# ---- design 1 ----
Fig. 1: design 1, met3 routing
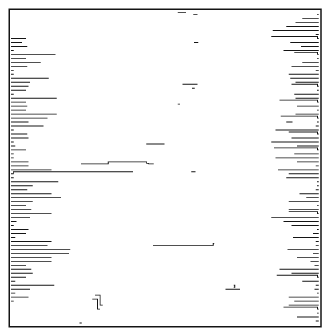

**src/rtl/mem_arbiter.sv**
```systemverilog
// Arbitrates the single-ported main RAM between instruction fetch and memory-stage data requests.
// Data requests have priority; define MEM_ARB_FAIRNESS_EN to bound data streaks while a fetch waits.
module mem_arbiter #(
  parameter int unsigned MAX_DSTREAK = 4,
  parameter int unsigned SCNT_W      = 3
) (
  input  logic        CLK,
  input  logic        nRST,
  input  logic        iREN,
  input  logic [31:0] iaddr,
  output logic        ihit,
  output logic [31:0] iload,
  input  logic        dREN,
  input  logic        dWEN,
  input  logic [31:0] daddr,
  input  logic [31:0] dstore,
  output logic        dhit,
  output logic [31:0] dload,
  output logic        ramREN,
  output logic        ramWEN,
  output logic [31:0] ramaddr,
  output logic [31:0] ramstore,
  input  logic [31:0] ramload,
  input  logic [1:0]  ramstate,
  output logic        merr
);

  typedef enum logic [1:0] {StIdle, StDGnt, StIGnt} stateT;

  localparam logic [1:0] RamAccess = 2'd2;
  localparam logic [1:0] RamError  = 2'd3;

  if (2 ** SCNT_W <= MAX_DSTREAK) begin : gBadStreakWidth
    $error("SCNT_W too narrow to hold MAX_DSTREAK");
  end

  stateT stateQ, stateD;
  logic  dReq;
  logic  ramDone;
  logic  fetchTurn;

  assign dReq    = dREN | dWEN;
  assign ramDone = (ramstate == RamAccess) || (ramstate == RamError);

`ifdef MEM_ARB_FAIRNESS_EN
  logic [SCNT_W-1:0] streakQ, streakD;

  assign fetchTurn = iREN && (streakQ == SCNT_W'(MAX_DSTREAK));

  always_comb begin
    streakD = streakQ;
    if (!iREN) begin
      streakD = '0;
    end else if (stateQ == StIdle && stateD == StIGnt) begin
      streakD = '0;
    end else if (stateQ == StIdle && stateD == StDGnt && streakQ != SCNT_W'(MAX_DSTREAK)) begin
      streakD = streakQ + SCNT_W'(1);
    end
  end

  always_ff @(posedge CLK) begin
    if (!nRST) begin
      streakQ <= '0;
    end else begin
      streakQ <= streakD;
    end
  end
`else
  assign fetchTurn = 1'b0;
`endif

  // Every grant returns through StIdle, so a request still high at completion is not re-issued.
  always_comb begin
    stateD = stateQ;
    unique case (stateQ)
      StIdle: begin
        if (dReq && !fetchTurn) begin
          stateD = StDGnt;
        end else if (iREN) begin
          stateD = StIGnt;
        end
      end
      StDGnt:  if (ramDone || !dReq) stateD = StIdle;
      StIGnt:  if (ramDone || !iREN) stateD = StIdle;
      default: stateD = StIdle;
    endcase
  end

  always_ff @(posedge CLK) begin
    if (!nRST) begin
      stateQ <= StIdle;
    end else begin
      stateQ <= stateD;
    end
  end

  always_comb begin
    ihit     = 1'b0;
    iload    = '0;
    dhit     = 1'b0;
    dload    = '0;
    ramREN   = 1'b0;
    ramWEN   = 1'b0;
    ramaddr  = '0;
    ramstore = '0;
    merr     = 1'b0;
    unique case (stateQ)
      StDGnt: begin
        ramaddr  = daddr;
        ramstore = dstore;
        ramWEN   = dWEN;
        ramREN   = dREN & ~dWEN;
        dload    = ramload;
        dhit     = (ramstate == RamAccess);
        merr     = (ramstate == RamError);
      end
      StIGnt: begin
        ramaddr = iaddr;
        ramREN  = 1'b1;
        iload   = ramload;
        ihit    = (ramstate == RamAccess);
        merr    = (ramstate == RamError);
      end
      default: ;
    endcase
  end

endmodule

```
**config.mk**
```make
export PLATFORM = sky130hd
export DESIGN_NAME = mem_arbiter
export DESIGN_NICKNAME = d
export VERILOG_FILES = /design/src/rtl/mem_arbiter.sv
export SDC_FILE = /design/constraint.sdc
export NUM_CORES = 1
export LEC_CHECK = 0
export CAP_MARGIN = 20
export CORE_AREA = 5 5 101 103
export CTS_CLUSTER_SIZE = 16
export DETAILED_ROUTE_END_ITERATION = 7
export DIE_AREA = 0 0 106 108
export PLACE_DENSITY = 0.77
export RECOVER_POWER = 25
export SYNTH_ARGS = -nofsm -noshare
export SYNTH_HDL_FRONTEND = slang
export SYNTH_SLANG_ARGS = --single-unit
```
**constraint.sdc**
```tcl
create_clock -name CLK -period 1.4 [get_ports CLK]
set_clock_uncertainty 0.05 [all_clocks]
set_input_delay 0.14 -clock CLK [delete_from_list [all_inputs] [get_ports CLK]]
set_output_delay 0.14 -clock CLK [all_outputs]
set_load 0.01 [all_outputs]
```
# ---- design 2 ----
[src/rtl/draw_manager_if.sv]
// Draw-source write bus shared by starfield, sprite and HUD units.
// slave: the draw manager (owns source selection, consumes pixels).
// master: a draw source (drives the pixel stream while selected).
interface draw_manager_if #(
  parameter int unsigned SOURCES_COUNT = 4,
  parameter int unsigned COLOR_DEPTH   = 9
) ();

  localparam int unsigned SelW = (SOURCES_COUNT > 1) ? $clog2(SOURCES_COUNT) : 1;

  logic [SelW-1:0]        write_source_sel;
  logic                   write_awaited;
  logic                   write_active;
  logic [COLOR_DEPTH-1:0] write_color_data;
  logic                   write_transparent;
  logic [31:0]            write_x_addr;
  logic [31:0]            write_y_addr;

  modport master (
    input  write_source_sel,
    input  write_awaited,
    output write_active,
    output write_color_data,
    output write_transparent,
    output write_x_addr,
    output write_y_addr
  );

  modport slave (
    output write_source_sel,
    output write_awaited,
    input  write_active,
    input  write_color_data,
    input  write_transparent,
    input  write_x_addr,
    input  write_y_addr
  );

endinterface

[src/rtl/draw_manager.sv]
// Per-frame draw sequencer: grants the shared write bus to each source in turn and turns
// accepted pixels into registered framebuffer writes (1-cycle latency, no backpressure).
// Optional background clear before the sources is enabled by defining DRAW_MGR_CLEAR_EN.
module draw_manager #(
  parameter int unsigned           SOURCES_COUNT = 4,
  parameter int unsigned           COLOR_DEPTH   = 9,
  parameter int unsigned           FB_WIDTH      = 640,
  parameter int unsigned           FB_HEIGHT     = 480,
  parameter int unsigned           AWAIT_TIMEOUT = 4096,
  parameter logic [COLOR_DEPTH-1:0] BG_COLOR     = '0,
  localparam int unsigned          AddrW = $clog2(FB_WIDTH * FB_HEIGHT)
) (
  input  logic                   clk,
  input  logic                   rst,
  input  logic                   frame_i,
  draw_manager_if.slave          bus,
  output logic                   fb_wr_en_o,
  output logic [AddrW-1:0]       fb_wr_addr_o,
  output logic [COLOR_DEPTH-1:0] fb_wr_data_o,
  output logic                   draw_done_o,
  output logic                   frame_overrun_o
);

  localparam int unsigned SelW = (SOURCES_COUNT > 1) ? $clog2(SOURCES_COUNT) : 1;
  localparam int unsigned TmoW = (AWAIT_TIMEOUT > 1) ? $clog2(AWAIT_TIMEOUT) : 1;
  localparam logic [SelW-1:0] LastSel = SelW'(SOURCES_COUNT - 1);
  localparam logic [TmoW-1:0] LastTmo = TmoW'(AWAIT_TIMEOUT - 1);

  typedef enum logic [2:0] {
    StIdle,
`ifdef DRAW_MGR_CLEAR_EN
    StClear,
`endif
    StAwait,
    StStream,
    StNext,
    StDone
  } state_e;

  state_e                 state_q, state_d;
  logic [SelW-1:0]        sel_q, sel_d;
  logic [TmoW-1:0]        tmo_q, tmo_d;
  logic                   fb_en_q, fb_en_d;
  logic [AddrW-1:0]       fb_addr_q, fb_addr_d;
  logic [COLOR_DEPTH-1:0] fb_data_q, fb_data_d;
  logic                   ovr_q, ovr_d;
  logic                   accept;
  logic                   x_ok, y_ok;
`ifdef DRAW_MGR_CLEAR_EN
  localparam logic [AddrW-1:0] LastClr = AddrW'(FB_WIDTH * FB_HEIGHT - 1);
  logic [AddrW-1:0]       clr_q, clr_d;
`endif

  // Pixel acceptance: bus only sampled while the selected source owns it.
  always_comb begin
    // Sign bit set means negative; otherwise an unsigned compare is the signed one.
    x_ok   = !bus.write_x_addr[31] && (bus.write_x_addr < FB_WIDTH);
    y_ok   = !bus.write_y_addr[31] && (bus.write_y_addr < FB_HEIGHT);
    accept = ((state_q == StAwait) || (state_q == StStream)) && bus.write_active &&
             !bus.write_transparent && x_ok && y_ok;
  end

  // Frame sequencing: next state, source select, timeout and clear counters.
  always_comb begin
    state_d = state_q;
    sel_d   = sel_q;
    tmo_d   = tmo_q;
`ifdef DRAW_MGR_CLEAR_EN
    clr_d   = clr_q;
`endif
    unique case (state_q)
      StIdle: begin
        if (frame_i) begin
          sel_d = '0;
          tmo_d = '0;
`ifdef DRAW_MGR_CLEAR_EN
          clr_d   = '0;
          state_d = StClear;
`else
          state_d = StAwait;
`endif
        end
      end
`ifdef DRAW_MGR_CLEAR_EN
      StClear: begin
        if (clr_q == LastClr) begin
          sel_d   = '0;
          tmo_d   = '0;
          state_d = StAwait;
        end else begin
          clr_d = clr_q + 1'b1;
        end
      end
`endif
      StAwait: begin
        if (bus.write_active) begin
          state_d = StStream;
        end else if (tmo_q == LastTmo) begin
          state_d = StNext;
        end else begin
          tmo_d = tmo_q + 1'b1;
        end
      end
      StStream: begin
        if (!bus.write_active) state_d = StNext;
      end
      StNext: begin
        if (sel_q < LastSel) begin
          sel_d   = sel_q + 1'b1;
          tmo_d   = '0;
          state_d = StAwait;
        end else begin
          state_d = StDone;
        end
      end
      StDone: begin
        sel_d   = '0;
        state_d = StIdle;
      end
      default: state_d = StIdle;
    endcase
  end

  // Framebuffer write pipeline and overrun detection.
  always_comb begin
    fb_en_d   = accept;
    fb_addr_d = fb_addr_q;
    fb_data_d = fb_data_q;
    if (accept) begin
      // Operands already range-checked, so truncating to AddrW cannot alias.
      fb_addr_d = bus.write_y_addr[AddrW-1:0] * AddrW'(FB_WIDTH) + bus.write_x_addr[AddrW-1:0];
      fb_data_d = bus.write_color_data;
    end
`ifdef DRAW_MGR_CLEAR_EN
    if (state_q == StClear) begin
      fb_en_d   = 1'b1;
      fb_addr_d = clr_q;
      fb_data_d = BG_COLOR;
    end
`endif
    ovr_d = frame_i && (state_q != StIdle);
  end

  // State and pipeline registers; reset wins over everything and drops any pending write.
  always_ff @(posedge clk) begin
    if (rst) begin
      state_q   <= StIdle;
      sel_q     <= '0;
      tmo_q     <= '0;
      fb_en_q   <= 1'b0;
      fb_addr_q <= '0;
      fb_data_q <= '0;
      ovr_q     <= 1'b0;
`ifdef DRAW_MGR_CLEAR_EN
      clr_q     <= '0;
`endif
    end else begin
      state_q   <= state_d;
      sel_q     <= sel_d;
      tmo_q     <= tmo_d;
      fb_en_q   <= fb_en_d;
      fb_addr_q <= fb_addr_d;
      fb_data_q <= fb_data_d;
      ovr_q     <= ovr_d;
`ifdef DRAW_MGR_CLEAR_EN
      clr_q     <= clr_d;
`endif
    end
  end

  assign bus.write_source_sel = sel_q;
  assign bus.write_awaited    = (state_q == StAwait);
  assign fb_wr_en_o           = fb_en_q;
  assign fb_wr_addr_o         = fb_addr_q;
  assign fb_wr_data_o         = fb_data_q;
  assign draw_done_o          = (state_q == StDone);
  assign frame_overrun_o      = ovr_q;

endmodule

[src/flat_wrapper.sv]
// flat-port wrapper written by rule: the top's interface ports become plain ports
module draw_manager_flat 
#(
  parameter int unsigned           SOURCES_COUNT = 4,
  parameter int unsigned           COLOR_DEPTH   = 9,
  parameter int unsigned           FB_WIDTH      = 640,
  parameter int unsigned           FB_HEIGHT     = 480,
  parameter int unsigned           AWAIT_TIMEOUT = 4096,
  parameter logic [COLOR_DEPTH-1:0] BG_COLOR     = '0,
  localparam int unsigned          AddrW = $clog2(FB_WIDTH * FB_HEIGHT)
)
  (clk, rst, frame_i, fb_wr_en_o, fb_wr_addr_o, fb_wr_data_o, draw_done_o, frame_overrun_o, bus_write_source_sel, bus_write_awaited, bus_write_active, bus_write_color_data, bus_write_transparent, bus_write_x_addr, bus_write_y_addr);
  draw_manager_if #(.SOURCES_COUNT(SOURCES_COUNT), .COLOR_DEPTH(COLOR_DEPTH)) bus_i ();
  input  logic clk;
  input  logic rst;
  input  logic frame_i;
  output logic fb_wr_en_o;
  output logic [AddrW-1:0] fb_wr_addr_o;
  output logic [COLOR_DEPTH-1:0] fb_wr_data_o;
  output logic draw_done_o;
  output logic frame_overrun_o;
  output wire logic [$bits(bus_i.write_source_sel)-1:0] bus_write_source_sel;
  output wire logic [$bits(bus_i.write_awaited)-1:0] bus_write_awaited;
  input wire logic [$bits(bus_i.write_active)-1:0] bus_write_active;
  input wire logic [$bits(bus_i.write_color_data)-1:0] bus_write_color_data;
  input wire logic [$bits(bus_i.write_transparent)-1:0] bus_write_transparent;
  input wire logic [$bits(bus_i.write_x_addr)-1:0] bus_write_x_addr;
  input wire logic [$bits(bus_i.write_y_addr)-1:0] bus_write_y_addr;
  assign bus_write_source_sel = bus_i.write_source_sel;
  assign bus_write_awaited = bus_i.write_awaited;
  assign bus_i.write_active = bus_write_active;
  assign bus_i.write_color_data = bus_write_color_data;
  assign bus_i.write_transparent = bus_write_transparent;
  assign bus_i.write_x_addr = bus_write_x_addr;
  assign bus_i.write_y_addr = bus_write_y_addr;
  draw_manager #(.SOURCES_COUNT(SOURCES_COUNT), .COLOR_DEPTH(COLOR_DEPTH), .FB_WIDTH(FB_WIDTH), .FB_HEIGHT(FB_HEIGHT), .AWAIT_TIMEOUT(AWAIT_TIMEOUT), .BG_COLOR(BG_COLOR)) u_core (.clk(clk), .rst(rst), .frame_i(frame_i), .bus(bus_i), .fb_wr_en_o(fb_wr_en_o), .fb_wr_addr_o(fb_wr_addr_o), .fb_wr_data_o(fb_wr_data_o), .draw_done_o(draw_done_o), .frame_overrun_o(frame_overrun_o));
endmodule
[config.mk]
export PLATFORM = sky130hd
export DESIGN_NAME = draw_manager_flat
export DESIGN_NICKNAME = d
export VERILOG_FILES = /design/src/rtl/draw_manager_if.sv /design/src/rtl/draw_manager.sv /design/src/flat_wrapper.sv
export SDC_FILE = /design/constraint.sdc
export NUM_CORES = 1
export LEC_CHECK = 0
export CAP_MARGIN = 20
export CORE_ASPECT_RATIO = 0.75
export CORE_MARGIN = 10
export CORE_UTILIZATION = 33
export DETAILED_ROUTE_END_ITERATION = 6
export SLEW_MARGIN = 30
export SYNTH_ARGS = -nofsm -noshare
export SYNTH_HDL_FRONTEND = slang
export SYNTH_SLANG_ARGS = --single-unit
[constraint.sdc]
create_clock -name clk -period 3.31 [get_ports clk]
set_input_delay 0.331 -clock clk [delete_from_list [all_inputs] [get_ports clk]]
set_output_delay 0.331 -clock clk [all_outputs]
set_load 0.02 [all_outputs]
# ---- design 3 ----
**config.mk**
```make
export PLATFORM = sky130hd
export DESIGN_NAME = fifo_read_unpacker
export DESIGN_NICKNAME = d
export VERILOG_FILES = /design/src/rtl/fifo_pkg.sv /design/src/rtl/fifo_read_unpacker.sv
export SDC_FILE = /design/constraint.sdc
export NUM_CORES = 1
export LEC_CHECK = 0
export CORE_AREA = 2 2 64 66
export DETAILED_ROUTE_END_ITERATION = 8
export DIE_AREA = 0 0 66 68
export HOLD_SLACK_MARGIN = 0.1
export PLACE_DENSITY = 0.74
export SLEW_MARGIN = 0
export SYNTH_ARGS = -nofsm -noshare
export SYNTH_HDL_FRONTEND = slang
export SYNTH_SLANG_ARGS = --single-unit
```
**constraint.sdc**
```tcl
create_clock -name r_clk -period 1.8 [get_ports r_clk]
set_clock_uncertainty 0.1 [all_clocks]
set_input_delay 0.36 -clock r_clk [delete_from_list [all_inputs] [get_ports r_clk]]
set_output_delay 0.36 -clock r_clk [all_outputs]
set_load 0.05 [all_outputs]
```
**src/rtl/fifo_pkg.sv**
```systemverilog
// Shared definitions for the FIFO read-side blocks: default widths, a constant
// clog2 and the two-state holding enum.
package fifo_pkg;

  localparam int DEF_MEMORY_WIDTH = 32;
  localparam int DEF_OUT_WIDTH    = 8;

  function automatic int clog2(input int v);
    int r;
    r = 0;
    while ((1 << r) < v) r++;
    return r;
  endfunction

  typedef enum logic {
    EMPTY = 1'b0,
    HOLD  = 1'b1
  } state_e;

endpackage

```
**src/rtl/fifo_read_unpacker.sv**
```systemverilog
// Pops FIFO words and streams them out as OUT_WIDTH beats, LSB beat first,
// with a last flag on each word's final beat; no bubble across word boundaries.
module fifo_read_unpacker
  import fifo_pkg::*;
#(
  parameter int MEMORY_WIDTH = DEF_MEMORY_WIDTH,
  parameter int OUT_WIDTH    = DEF_OUT_WIDTH
) (
  input  logic                    r_clk,
  input  logic                    rrst,
  input  logic                    r_empty,
  input  logic [MEMORY_WIDTH-1:0] rdata,
  output logic                    r_en,
  output logic [OUT_WIDTH-1:0]    out_data,
  output logic                    out_valid,
  input  logic                    out_ready,
  output logic                    out_last,
  output logic                    busy
);

  localparam int RATIO = MEMORY_WIDTH / OUT_WIDTH;
  localparam int BW    = (clog2(RATIO) > 1) ? clog2(RATIO) : 1;
  localparam logic [BW-1:0] LAST_BEAT = BW'(RATIO - 1);

  if ((MEMORY_WIDTH % OUT_WIDTH) != 0) begin : g_bad_width
    $error("fifo_read_unpacker: MEMORY_WIDTH must be a multiple of OUT_WIDTH");
  end

  state_e                  state_q, state_d;
  logic [MEMORY_WIDTH-1:0] word_q, word_d;
  logic [BW-1:0]           beat_q, beat_d;

  logic valid_q, accept, at_last, end_word;

  assign valid_q  = (state_q == HOLD);
  assign accept   = valid_q & out_ready;
  assign at_last  = (beat_q == LAST_BEAT);
  assign end_word = accept & at_last;

  // Popping on the final accepted beat reloads the register in the same edge.
  assign r_en = !rrst & !r_empty & (!valid_q | end_word);

  always_comb begin
    state_d = state_q;
    word_d  = word_q;
    beat_d  = beat_q;
    if (r_en) begin
      state_d = HOLD;
      word_d  = rdata;
      beat_d  = '0;
    end else if (end_word) begin
      state_d = EMPTY;
    end else if (accept) begin
      word_d = word_q >> OUT_WIDTH;
      beat_d = beat_q + 1'b1;
    end
  end

  always_ff @(posedge r_clk) begin
    if (rrst) begin
      state_q <= EMPTY;
      word_q  <= '0;
      beat_q  <= '0;
    end else begin
      state_q <= state_d;
      word_q  <= word_d;
      beat_q  <= beat_d;
    end
  end

  assign out_data  = word_q[OUT_WIDTH-1:0];
  assign out_valid = valid_q;
  assign out_last  = valid_q & at_last;
  assign busy      = valid_q;

endmodule
```

==> notes/layouts.md <==
Pictures saved along the way, in no particular order.

Routing congestion map.
Plate I
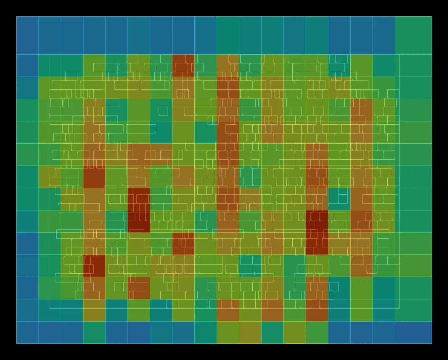
Plate II
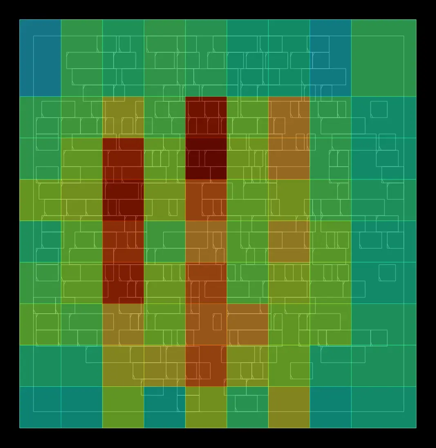
Plate III
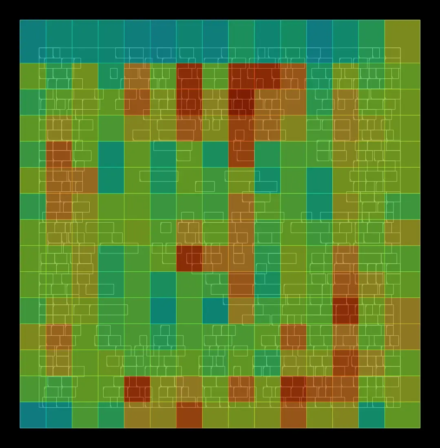
| from | picture |
|---|---|
| design 2 | Plate I |
| design 1 | Plate III |
| design 3 | Plate II |
Of these, lowest track usage: Plate I
Of these, most wire per cell: Plate III

Fig. 2: design 1, the metal 1 layer
The bar under the picture is 20 um long.
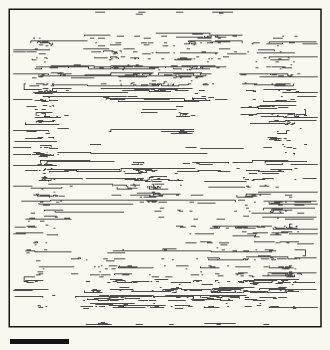
wire length on this layer: 3,820 um
longest straight run: 63.2 um
main direction: horizontal
Vias: 2,709
final wirelength: 11,300 um
met1 usage in global routing: 18.0%

Notes on Fig. 1 above:
main direction: horizontal
nets with wire on the layer: 156
wire length on this layer: 1,130 um
longest straight run: 40.7 um

==> summary.txt, design 1 <==
Implementation progress

The worst setup path is launched from a flip-flop. Summing all multi-input logic gate instances after layout gives around 1600 um2. The run finished, with violations left. According to the timing report, the critical path is launched from stateQ[0]. In this run the register-to-register setup slack is -0.18 ns. The worst setup slack after layout stands at -0.285 ns. The register with the most flip-flops in the final layout is stateQ.

The clock latency reported for the late side of the worst-skew pair stands at 0.21 ns. In this run the most used layer during global routing was met2. The checks that failed: negative setup slack. The maximum buffer depth of the clock tree stands at 2.

The total cells reported by yosys after synthesis stands at 208. The total setup violations reported at the end of the flow stands at ~140. The count of cells in the finished layout, fillers not included, comes to 612. The routed design uses 1130 um of met3 wire.
## design 1: report_power, final
part	total (mW)	internal (mW)	switching (mW)
Combinational	2.56	1.56	0.996
Sequential	0.0795	0.0666	0.0129
Clock	0.228	0.182	0.0461
## design 1: cell usage after synthesis (all sizes together)
master | n | area share, %
nand3b | 1 | 0.56
buf | 6 | 2.4
ha | 3 | 2.8
a22oi | 32 | 18
a221oi | 1 | 1.1
clkbuf | 15 | 4.2
nor2b | 32 | 15
and3 | 1 | 0.47
dfxtp | 2 | 3.0
nor2 | 3 | 0.84
inv | 3 | 0.84
and2 | 97 | 45
o21a | 2 | 1.1
and3b | 2 | 1.3
o211ai | 2 | 1.1
o21ai | 1 | 0.37
a32o | 1 | 0.74
nand2b | 1 | 0.47
nand2 | 3 | 0.84
## design 1: worst max-delay path: stages (launching register included)
cell	delay, ns
sky130_fd_sc_hd__dfxtp_4	0.37
sky130_fd_sc_hd__inv_4	0.05
sky130_fd_sc_hd__ha_4	0.19
sky130_fd_sc_hd__buf_12	0.14
sky130_fd_sc_hd__clkbuf_16	0.16
sky130_fd_sc_hd__a22oi_2	0.17
sky130_fd_sc_hd__nor2b_1	0.06
sky130_fd_sc_hd__buf_2	0.14
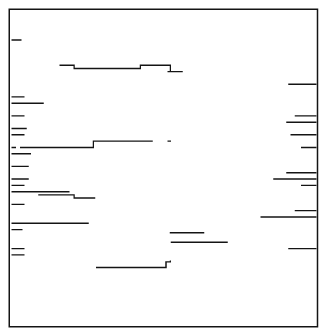
Fig. 3. Met3 routing (design 3).
share of all routed wire: 6.6%
main direction: horizontal
longest straight run: 16.3 um

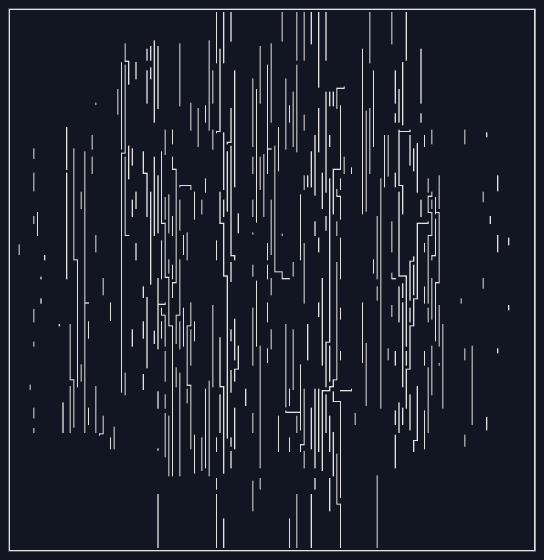
Fig. 4. M2 wires (design 3).
nets with wire on the layer: 231
longest straight run: 35.4 um
main direction: vertical
wire length on this layer: 1,750 um
share of all routed wire: 47%
Global Route met2 Usage: 29.0%
Vias: 1,462
final wirelength: 3690 um

==> summary.txt, design 3 <==
Implementation progress

The flow ran to the end, and the final reports show no timing, DRC or antenna violations. The count of placed standard cells including taps stands at 266. The routed metal-1 wirelength stands at around 1600 um. Yosys reports a chip area of around 1700 um2. After the flow finishes, the layout carries non-filler instances totaling 276. The transition time recorded at the tightest slew-check pin is approximately 0.43 ns. The wire length of the first global-routing pass stands at about 6000 um. The remaining design rule violation count stands at 0.

The number of DRC markers after the initial detailed-route iteration stands at 78. The met3 wirelength from detailed routing stands at 243 um. The synthesis run shows multiplexers occupying 0.583% of the cell area. Counting instances in the post-synthesis netlist gives the leading cell types as sky130_fd_sc_hd__nand2_1 (48), sky130_fd_sc_hd__dfxtp_1 (35), sky130_fd_sc_hd__nor3_1 (26). In this run the vertical extent of the chip is 68 um.

Global routing consumed, on the met1 layer, between 20% and 30% of the routing resources. Total power for the finished layout comes to 1.77 mW. The CTS log lists the clock sinks for this run as 35.

The number of buffer and inverter stages on the critical path stands at 3. The commonest register cell is sky130_fd_sc_hd__dfxtp_1. STA classifies the critical path endpoint as an output pin. The tree is rooted in a sky130_fd_sc_hd__clkbuf_8. Entering global routing, the biggest net connects 29 pins.
design 3: flip-flops by register name, summed over array words and instances, names as in the netlist:
register / cells
word_q: 32
beat_q: 2
busy: 1
design 3: cell type report:
class,count,area share [%]
inverters,2,0.436
clock buffers,7,3.32
multi-input cells,119,37.4
well taps,50,2.72
clock inverters,1,0.218
flip-flops and latches,35,30.6
repair buffers,62,25.4
design 3: stage by stage:
| stage | hold WS, ns | instance area (um2) | setup WS, ns |
|---|---|---|---|
| 2_1_floorplan | 0.342 | 1720 | 0.0123 |
| 6_report | 0.373 | 2300 | 0.0403 |
| 5_1_grt | 0.389 | 2300 | 0.00529 |
| 3_3_place_gp | 0.355 | 2170 | -0.0715 |
| 3_5_place_dp | 0.359 | 2170 | -0.0802 |
| 4_1_cts | 0.380 | 2290 | 0.00934 |
design 3: power breakdown:
part	leakage [nW]	switching, mW	total, mW	internal [mW]
sequential	0.288	0.0289	0.855	0.826
clock	0.0422	0.271	0.543	0.271
combinational	0.489	0.195	0.376	0.181
design 3: cells by family after synthesis:
group | count (synthesis)
flops | 35
buf+inv | 27
xor+xnor | 1
mux | 1
compound gates | 36
fa+ha+maj | 1
simple gates | 80
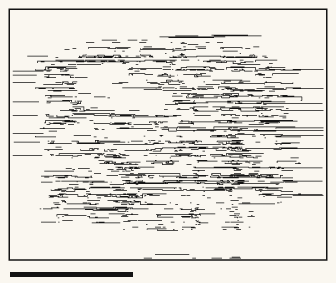
Fig. 5. The metal 1 layer (design 2).
The bar under the picture is 50 um long.
share of all routed wire: 49%
nets with wire on the layer: 553
main direction: horizontal
longest straight run: 33.1 um
wire length on this layer: 4,540 um
Vias: 3,017
met1 usage in global routing: 18.2%
final wirelength: 9250 um

==> summary.txt, design 2 <==
Implementation progress

STA classifies the critical path startpoint as an input port. Global routing consumed, on the met3 layer, 5.22% of the routing resources. Dividing the synthesized area by the synthesized cell count gives 8.22 um2.

The detailed-placement wirelength estimate stands at 7280 um. The post-synth count of flops with an enable pin is 0. Walking the critical path from launch to capture passes 13 cell instances. From synthesis to final layout, the design area changed by 57.5%. The detailed router put a total of 4540 um of wire on met1. The pre-placement core utilization stands at 34.2%. Per STA, the worst path is made up of clkdlybuf4s50_1 -> ha_1 -> ha_1 -> nor2b_1 -> o21a_1 -> o41ai_2 -> xnor2_1 -> ha_2 -> or3_1 -> o21ai_2 -> a21oi_2 -> and4_1 -> nor4_1. The timing report gives the worst reg2reg path a setup slack of 0.94 ns. The transition time recorded at the tightest slew-check pin is ~0.68 ns. TritonCTS built the clock tree.

Per the cell usage report, the commonest logic cells after layout are sky130_fd_sc_hd__clkdlybuf4s50_1 (105), sky130_fd_sc_hd__nand2_1 (49), sky130_fd_sc_hd__dfxtp_1 (47). Global routing put the most usage on met2. The tightest min-delay check is of the reg2reg type. For the worst reg-to-reg path, the endpoint reported by OpenROAD is u_core.fb_wr_addr_o[17]. The script extracted a total leakage power of 1.81 nW. The achievable clock frequency stands at 321 MHz.

The number of different library cells used by synthesis comes to 51. The run finished with clean final reports. 112 I/O pins were placed.

The congestion estimate from routability-driven global placement came to 0.827. The first detailed-routing pass ran for 4 iterations. The fraction of final layout cells with drive strength greater than 1 stands at a little under an eighth.

The worst setup path is captured at a flip-flop. As reported, the later end of the worst-skew pair has a clock insertion delay of about 0.29 ns. After floorplanning, the core was sized to cover 8560 um2.

On the worst setup and hold paths after CTS, the clock-pin slew comes to approximately 0.070 ns.
## design 2: timing repair
item / in CTS / in global routing
gates resized: 1 / 20
endpoints found under the setup margin: 1 / 2
buffers inserted: 0 / 1
pin swaps: 0 / 8
## design 2: area by class of cell
class | count | share of cell area (%)
multi-input combinational | 284 | 42.6
timing repair buffer | 145 | 30.0
sequential | 47 | 20.4
tap | 108 | 2.93
clock buffer | 5 | 2.72
inverter | 10 | 0.815
clock inverter | 3 | 0.489
## design 2: through the flow
step           cell area (um2)  hold WS, ns
5_1_grt                   4610        0.473
6_report                  4610        0.453
3_5_place_dp              4360        0.445
2_1_floorplan             2930        0.471
3_3_place_gp              4360        0.438
4_1_cts                   4510        0.455
## design 2: state kept, by name, indices dropped and copies added (netlist names)
register and count:
u_core.fb_wr_addr_o 19, u_core.bus.write_source_sel 2, u_core.state_q 3, u_core.fb_wr_data_o 9
u_core.fb_wr_en_o 1, u_core.tmo_q 12, u_core.frame_overrun_o 1
## design 2: report_power, final
group          internal [mW]  leakage, nW  switching [mW]
clock                  0.283       0.0742           0.228
combinational          0.315         1.36           0.244
sequential             0.570        0.379         0.00824
total                   1.17         1.81           0.481


==> gallery <==
I/O nets highlighted.
image #1
The bar under the picture is 20 um long.
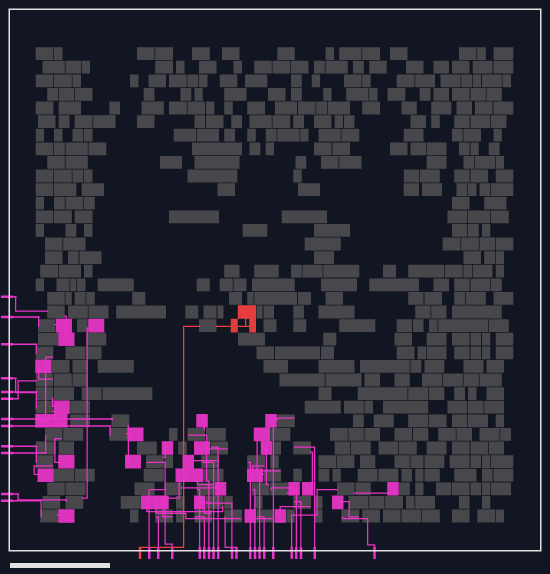
image #2
The bar under the picture is 20 um long.
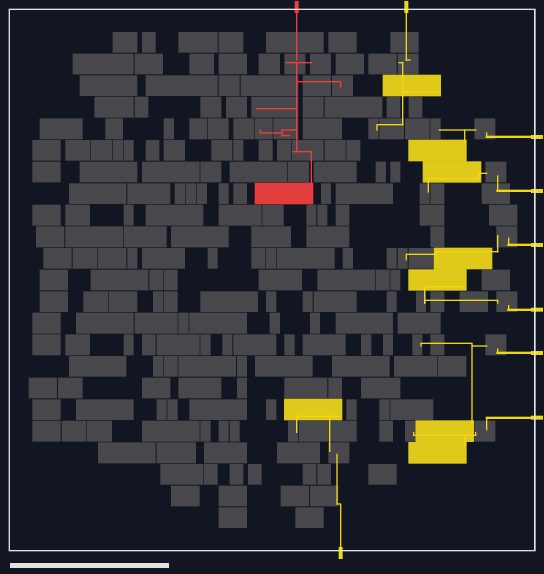
image #3
The bar under the picture is 50 um long.
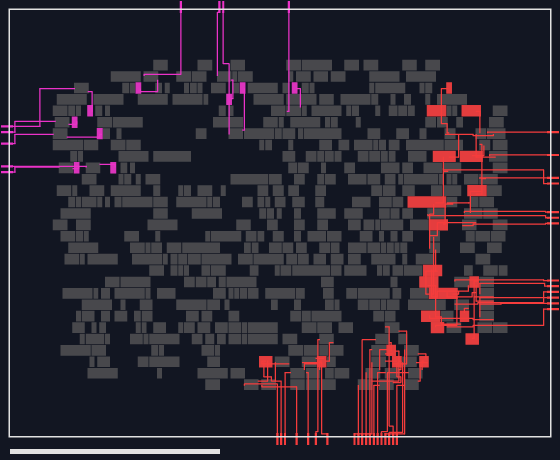
Of these, fewest cells: image #2
| picture | from |
|---|---|
| image #1 | design 1 |
| image #2 | design 3 |
| image #3 | design 2 |

Key to image #3:
| color | port | bits | direction | edge | end cells | buffers | wire |
|---|---|---|---|---|---|---|---|
| red | bus_write_y_addr | 32 | input | 19 bottom, 13 right | 22 | 38 | 1,010 um |
| magenta | bus_write_color_data | 9 | input | 5 left, 4 top | 9 | 9 | 226 um |

Power figures rest on the tool's default switching activity, not on a simulated workload.
